######## design 1 ########
==> design_1/clock_nets.png <==
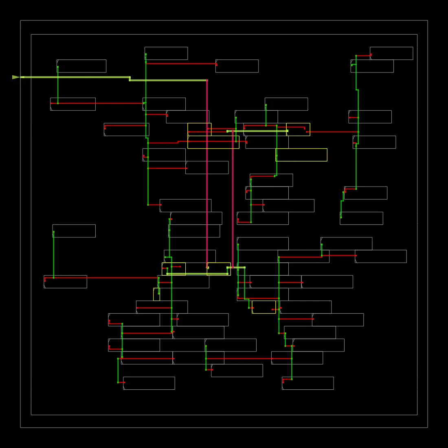

==> config.mk <==
export PLATFORM = sky130hd
export DESIGN_NAME = leaf_fifo_stage
export DESIGN_NICKNAME = d
export VERILOG_FILES = /design/src/rtl/leaf_fifo_stage.sv
export SDC_FILE = /design/constraint.sdc
export NUM_CORES = 1
export LEC_CHECK = 0
export CORE_MARGIN = 2
export CORE_UTILIZATION = 33
export DETAILED_ROUTE_END_ITERATION = 6
export PLACE_DENSITY_LB_ADDON = 0.1
export SETUP_SLACK_MARGIN = 0.05
export SLEW_MARGIN = 20
export SYNTH_ARGS = -nofsm -noshare
export SYNTH_HDL_FRONTEND = slang
export SYNTH_SLANG_ARGS = --single-unit
==> constraint.sdc <==
create_clock -name clk -period 2 [get_ports clk]
set_input_delay 0.6 -clock clk [delete_from_list [all_inputs] [get_ports clk]]
set_output_delay 0.6 -clock clk [all_outputs]
set_load 0.05 [all_outputs]
==> src/rtl/leaf_fifo_stage.sv <==
// leaf_fifo_stage: DEPTH-entry valid/ready FIFO that decouples producer and
// consumer stalls. It reports its occupancy and a wrapping count of completed
// output transfers. Full and empty are taken from the occupancy counter, so
// the pointers can wrap freely. Storage is not reset; only the control state is.
module leaf_fifo_stage #(
  parameter int WIDTH = 8,
  parameter int DEPTH = 4
) (
  input  logic                       clk,
  input  logic                       rst,
  input  logic                       in_valid,
  output logic                       in_ready,
  input  logic [WIDTH-1:0]           in_data,
  output logic                       out_valid,
  input  logic                       out_ready,
  output logic [WIDTH-1:0]           out_data,
  output logic [$clog2(DEPTH):0]     count,
  output logic [15:0]                xfer_cnt
);

  localparam int AW = $clog2(DEPTH);
  localparam int CW = AW + 1;

  logic [WIDTH-1:0] storage [DEPTH];
  logic [AW-1:0]    wr_ptr;
  logic [AW-1:0]    rd_ptr;
  logic             push;
  logic             pop;

  // Handshake qualifiers. Ready and valid come only from the registered count,
  // so the in_* ports have no combinational path to the out_* ports.
  always_comb begin
    in_ready  = (count != CW'(DEPTH));
    out_valid = (count != '0);
    push      = in_valid && in_ready;
    pop       = out_valid && out_ready;
    out_data  = storage[rd_ptr];
  end

  // Payload storage: written on push only, never reset.
  always_ff @(posedge clk) begin
    if (push) begin
      storage[wr_ptr] <= in_data;
    end
  end

  // Pointers, occupancy and transfer counter.
  always_ff @(posedge clk or posedge rst) begin
    if (rst) begin
      wr_ptr   <= '0;
      rd_ptr   <= '0;
      count    <= '0;
      xfer_cnt <= '0;
    end else begin
      if (push) begin
        wr_ptr <= wr_ptr + AW'(1);
      end
      if (pop) begin
        rd_ptr   <= rd_ptr + AW'(1);
        xfer_cnt <= xfer_cnt + 16'd1;
      end
      if (push && !pop) begin
        count <= count + CW'(1);
      end else if (pop && !push) begin
        count <= count - CW'(1);
      end
    end
  end

endmodule

######## design 2 ########
`config.mk`:
```
export PLATFORM = sky130hd
export DESIGN_NAME = uart_word_packer
export DESIGN_NICKNAME = d
export VERILOG_FILES = /design/src/rtl/uart_word_packer.sv
export SDC_FILE = /design/constraint.sdc
export NUM_CORES = 1
export LEC_CHECK = 0
export CAP_MARGIN = 20
export CORE_AREA = 2 2 119 121
export DETAILED_ROUTE_END_ITERATION = 8
export DIE_AREA = 0 0 121 123
export PLACE_DENSITY_LB_ADDON = 0.05
export SETUP_SLACK_MARGIN = 0.02
export SLEW_MARGIN = 20
export SYNTH_ARGS = -nofsm -noshare
export SYNTH_HDL_FRONTEND = slang
export SYNTH_SLANG_ARGS = --single-unit
```
`constraint.sdc`:
```
create_clock -name clk -period 5 [get_ports clk]
set_input_delay 1 -clock clk [delete_from_list [all_inputs] [get_ports clk]]
set_output_delay 1 -clock clk [all_outputs]
set_load 0.02 [all_outputs]
```
`src/rtl/uart_word_packer.sv`:
```
// Packs UART receive bytes into 32-bit buffer writes: a little-endian word-count
// header, then N little-endian payload words, with a one-byte header acknowledge.
module uart_word_packer #(
  parameter int          MAX_WORDS = 128,
  parameter logic [7:0]  ACK_BYTE  = 8'hAA,
  parameter int          CNT_W     = 10
) (
  input  logic             clk,
  input  logic             rst,
  input  logic [7:0]       rx_data,
  input  logic             rx_valid,
  input  logic             tx_busy,
  output logic [7:0]       tx_data,
  output logic             tx_start,
  output logic [31:0]      wd,
  output logic             we,
  output logic [31:0]      word_count,
  output logic [CNT_W-1:0] words_written,
  output logic             load_done,
  output logic             load_err
);

  typedef enum logic [1:0] {
    HDR     = 2'd0,
    PAYLOAD = 2'd1,
    DONE    = 2'd2,
    ERR     = 2'd3
  } state_t;

  localparam logic [31:0] MAX_W32 = 32'(MAX_WORDS);

  state_t           state_q, state_d;
  logic [1:0]       lane_q, lane_d;
  logic [23:0]      asm_q, asm_d;
  logic [31:0]      word_count_q, word_count_d;
  logic [CNT_W-1:0] ww_q, ww_d;
  logic [31:0]      wd_q, wd_d;
  logic             we_q, we_d;
  logic             done_q, done_d;
  logic             err_q, err_d;
  logic             pend_q, pend_d;
  logic [7:0]       tx_data_q, tx_data_d;
  logic             tx_start_q, tx_start_d;

  logic [31:0]      full_s;
  logic [CNT_W-1:0] ww_inc_s;

  // The 4th byte completes the unit straight from rx_data, so no extra cycle is spent.
  assign full_s   = {rx_data, asm_q};
  assign ww_inc_s = ww_q + CNT_W'(1);

  always_comb begin
    state_d      = state_q;
    lane_d       = lane_q;
    asm_d        = asm_q;
    word_count_d = word_count_q;
    ww_d         = ww_q;
    wd_d         = wd_q;
    we_d         = 1'b0;
    done_d       = done_q;
    err_d        = err_q;
    pend_d       = pend_q;
    tx_data_d    = tx_data_q;
    tx_start_d   = 1'b0;

    if ((state_q == HDR || state_q == PAYLOAD) && rx_valid) begin
      lane_d = lane_q + 2'd1;
      case (lane_q)
        2'd0:    asm_d[7:0]   = rx_data;
        2'd1:    asm_d[15:8]  = rx_data;
        2'd2:    asm_d[23:16] = rx_data;
        default: asm_d        = asm_q;
      endcase
    end else begin
      lane_d = lane_q;
    end

    case (state_q)
      HDR: begin
        if (rx_valid && lane_q == 2'd3) begin
          word_count_d = full_s;
          if (full_s > MAX_W32) begin
            state_d = ERR;
            err_d   = 1'b1;
          end else if (full_s == 32'd0) begin
            state_d = DONE;
            done_d  = 1'b1;
            pend_d  = 1'b1;
          end else begin
            state_d = PAYLOAD;
            pend_d  = 1'b1;
          end
        end else begin
          state_d = HDR;
        end
      end
      PAYLOAD: begin
        if (rx_valid && lane_q == 2'd3) begin
          wd_d = full_s;
          we_d = 1'b1;
          ww_d = ww_inc_s;
          if (32'(ww_inc_s) == word_count_q) begin
            state_d = DONE;
          end else begin
            state_d = PAYLOAD;
          end
        end else begin
          state_d = PAYLOAD;
        end
      end
      DONE: begin
        done_d = 1'b1;
      end
      ERR: begin
        err_d = 1'b1;
      end
      default: begin
        state_d = HDR;
      end
    endcase

    // Ack runs beside the receive path so payload is never stalled by a busy transmitter.
    if (pend_q && !tx_busy) begin
      tx_start_d = 1'b1;
      tx_data_d  = ACK_BYTE;
      pend_d     = 1'b0;
    end else begin
      tx_start_d = 1'b0;
    end
  end

  always_ff @(posedge clk or posedge rst) begin
    if (rst) begin
      state_q      <= HDR;
      lane_q       <= 2'd0;
      asm_q        <= 24'd0;
      word_count_q <= 32'd0;
      ww_q         <= '0;
      wd_q         <= 32'd0;
      we_q         <= 1'b0;
      done_q       <= 1'b0;
      err_q        <= 1'b0;
      pend_q       <= 1'b0;
      tx_data_q    <= 8'd0;
      tx_start_q   <= 1'b0;
    end else begin
      state_q      <= state_d;
      lane_q       <= lane_d;
      asm_q        <= asm_d;
      word_count_q <= word_count_d;
      ww_q         <= ww_d;
      wd_q         <= wd_d;
      we_q         <= we_d;
      done_q       <= done_d;
      err_q        <= err_d;
      pend_q       <= pend_d;
      tx_data_q    <= tx_data_d;
      tx_start_q   <= tx_start_d;
    end
  end

  assign tx_data       = tx_data_q;
  assign tx_start      = tx_start_q;
  assign wd            = wd_q;
  assign we            = we_q;
  assign word_count    = word_count_q;
  assign words_written = ww_q;
  assign load_done     = done_q;
  assign load_err      = err_q;

endmodule
```
==> design_2/clock_nets.png <==
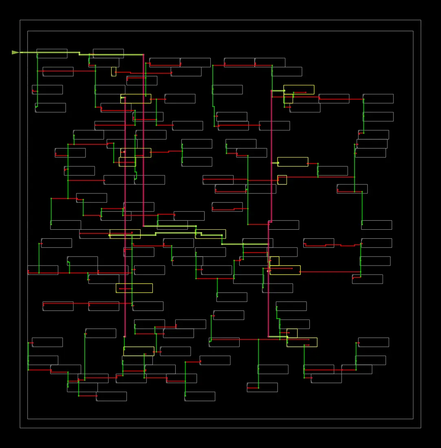
layout clock buffer count: 11
total CTS buffers: 9
setup skew after layout: 0.008685 ns
Clk power: 0.735 mW

==> impl_table.tex, design 2 <==
% Synthesis and place-and-route results
\begin{tabular}{lr}
\hline
Metric & Value \\
\hline
\multicolumn{2}{l}{\textbf{Drt}} \\
\quad Top routing layer in use & met4 \\
\quad Met1 WL & 5.965 mm \\
\quad Total Routed Length & 11.97 mm \\
\quad Avg WL per Cell & roughly 18 microns \\
\multicolumn{2}{l}{\textbf{Clocking}} \\
\quad Clock-pin slew of the registers on the worst-case setup and hold paths & 0.07 ns \\
\quad Sinks on Clock Net & $\sim$110 \\
\quad CTS H-tree depth & 3 \\
\multicolumn{2}{l}{\textbf{Final timing}} \\
\quad Final count of negative-setup-slack endpoints & 0 \\
\quad Final total negative setup slack & 0 ns \\
\quad Worst-margin pin slew & around 0.85 ns \\
\quad Achievable Freq & between 300 and 400 MHz \\
\multicolumn{2}{l}{\textbf{Die}} \\
\quad Width of the chip & about 120 microns \\
\quad Core area & 13,610 sq um \\
\quad Die Area & $\sim$15,000 sq um \\
\quad IO Pins & 98 \\
\multicolumn{2}{l}{\textbf{Critical path}} \\
\quad Length in cells of the worst reg-to-reg path & 7 \\
\quad Largest delay share family, worst path & buffers and inverters \\
\quad End of the critical path & words\_written[8]\$\_DFFE\_PP0P\_ \\
\quad Standard cell with the maximum stage delay on the critical path & inv\_2 \\
\quad Number of logic stages on the critical path including buffering & 8 \\
\multicolumn{2}{l}{\textbf{Cells and area}} \\
\quad Leading cell type in the layout, fill and taps excluded & nand2\_1 \\
\quad Fin cells & 673 \\
\quad Fraction of area in registers & a little under half \\
\multicolumn{2}{l}{\textbf{Logic synthesis}} \\
\quad Yosys stat cell total & approximately 400 \\
\quad Post-synthesis instance total & $\sim$400 \\
\multicolumn{2}{l}{\textbf{Run}} \\
\quad OpenROAD warning count & 29 \\
\multicolumn{2}{l}{\textbf{Worst hold path}} \\
\quad Hold endpoint & wd[16]\$\_DFFE\_PP0P\_ \\
\multicolumn{2}{l}{\textbf{Pwr}} \\
\quad Static Leakage & $\sim$2.9 nW \\
\quad Power drawn by the combinational cells & about 0.044 mW \\
\multicolumn{2}{l}{\textbf{Placement}} \\
\quad Dpl cells & approximately 660 \\
\quad Detail Placement HPWL & about 8 mm \\
\multicolumn{2}{l}{\textbf{Run status}} \\
\quad Result of the run & completed \\
\multicolumn{2}{l}{\textbf{Global route}} \\
\quad Met1 capacity usage during global routing & between 20\% and 30\% \\
\hline
\end{tabular}
==> design_1/layers.png <==
Two of the layers only.
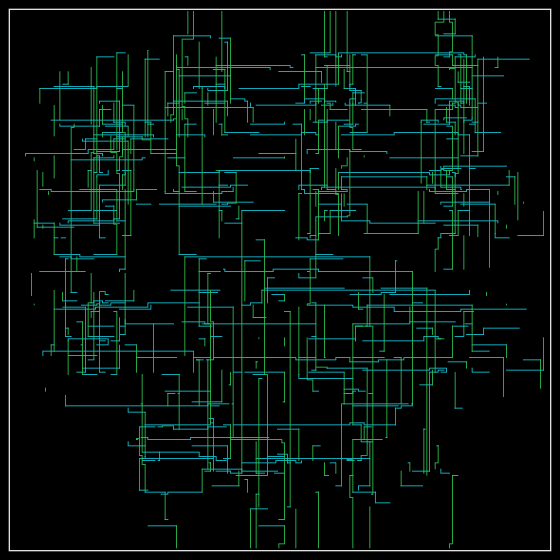
[cyan] M1 | wire length: 1,970 microns
[green] M2 | wire length: 2,090 microns

==> design_1/ff_map.png <==
Bar = 20 microns. Other sequential cells in the stronger grey, the rest of the logic in the fainter grey.
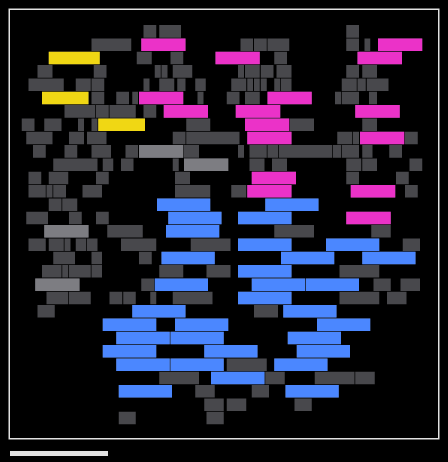
[blue] `storage` | flops: 32
[magenta] `xfer_cnt` | flops: 16
[yellow] `count` | flops: 3
not coloured: 4

## Picture notes: design_1/clock_nets.png
flop count: 55
total CTS buffers: 5

==> impl_table.tex, design 1 <==
% Synthesis and place-and-route results
\begin{tabular}{lr}
\hline
Metric & Value \\
\hline
\multicolumn{2}{l}{\textbf{Worst hold path}} \\
\quad Worst Hold Launch & xfer\_cnt[15]\$\_DFFE\_PP0P\_ \\
\multicolumn{2}{l}{\textbf{Logic synthesis}} \\
\quad Cell area after synthesis & roughly 2300 sq um \\
\quad Sequential element share of the synthesized area & between 60\% and 70\% \\
\quad Distinct cell type count of the synthesized netlist & 26 \\
\quad Synthesized flop and latch total & $\sim$55 \\
\quad Cell with the most instances after synthesis & edfxtp\_1 \\
\quad Top-area cell type share of the netlist area & a little over two fifths \\
\multicolumn{2}{l}{\textbf{Clocking}} \\
\quad Clock network latency to the later pin of the worst-skew pair & about 0.3 ns \\
\quad Maximum buffer depth of the clock tree & 2 \\
\quad Number of cells upsized or downsized after cts & 13 \\
\multicolumn{2}{l}{\textbf{Pwr}} \\
\quad Switching power of the nets & 1.933 mW \\
\quad Clock group share of total power & 16.9\% \\
\multicolumn{2}{l}{\textbf{Placement}} \\
\quad Pre-CTS setup slack & -0.2718 ns \\
\multicolumn{2}{l}{\textbf{Critical path}} \\
\quad Reg-to-Reg End & count[1]\$\_DFFE\_PP0P\_ \\
\multicolumn{2}{l}{\textbf{Drt}} \\
\quad Wire length on met3 & about 190 microns \\
\quad Antenna-violating nets left & 0 \\
\multicolumn{2}{l}{\textbf{Final timing}} \\
\quad Final count of negative-setup-slack endpoints & 8 \\
\quad Worst Setup Slack, final & -0.1597 ns \\
\quad Worst hold slack & just under 0.5 ns \\
\multicolumn{2}{l}{\textbf{Cells and area}} \\
\quad Layout Area Growth over Synthesis & 37.41\% \\
\multicolumn{2}{l}{\textbf{Run status}} \\
\quad Failing checks & setup timing \\
\quad Result of the run & finished with violations \\
\multicolumn{2}{l}{\textbf{Global route}} \\
\quad Number of antenna violations at the first check in global routing & 0 \\
\hline
\end{tabular}

==> screenshots <==
Pin map.
Pins as bars across the die edge, other pins in grey.
Plate I
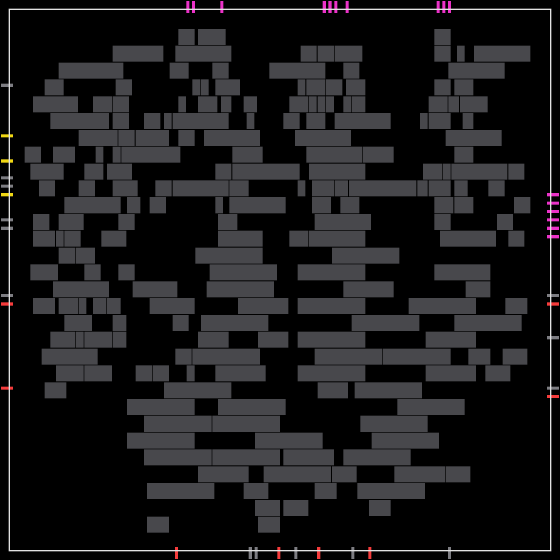
Plate II
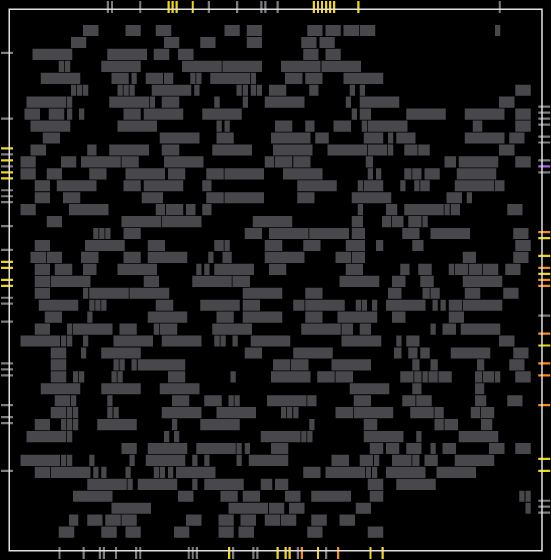
Of these, most pins: Plate II
Plate I comes from design 1.
Plate II comes from design 2.



## Gallery

Gate-type map.
Bar = 20 microns.
shot_01.png
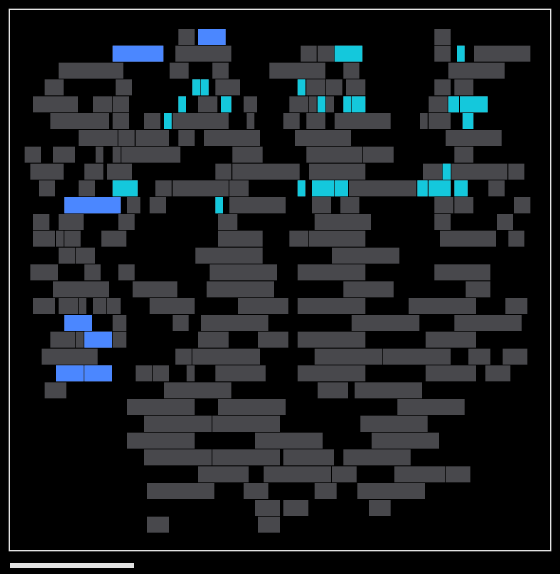
shot_02.png
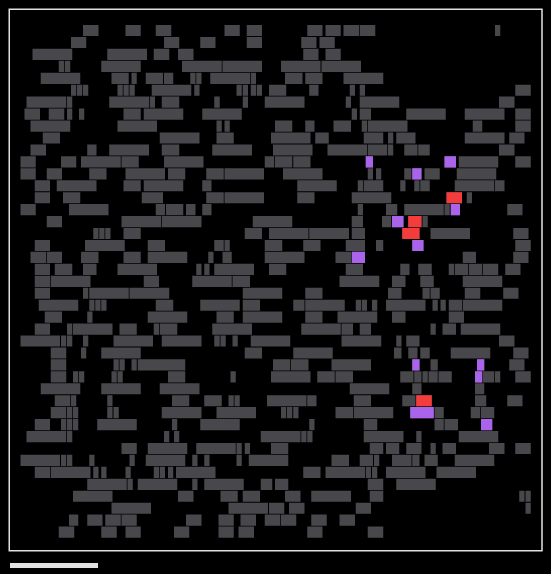
For design 1, see shot_01.png.
For design 2, see shot_02.png.

Key to shot_02.png:
[red] non-inverting ao/oa cells | cells: 4 | where: right middle
[purple] aoi and oai cells | cells: 12

Power and IR drop assume default switching activity.
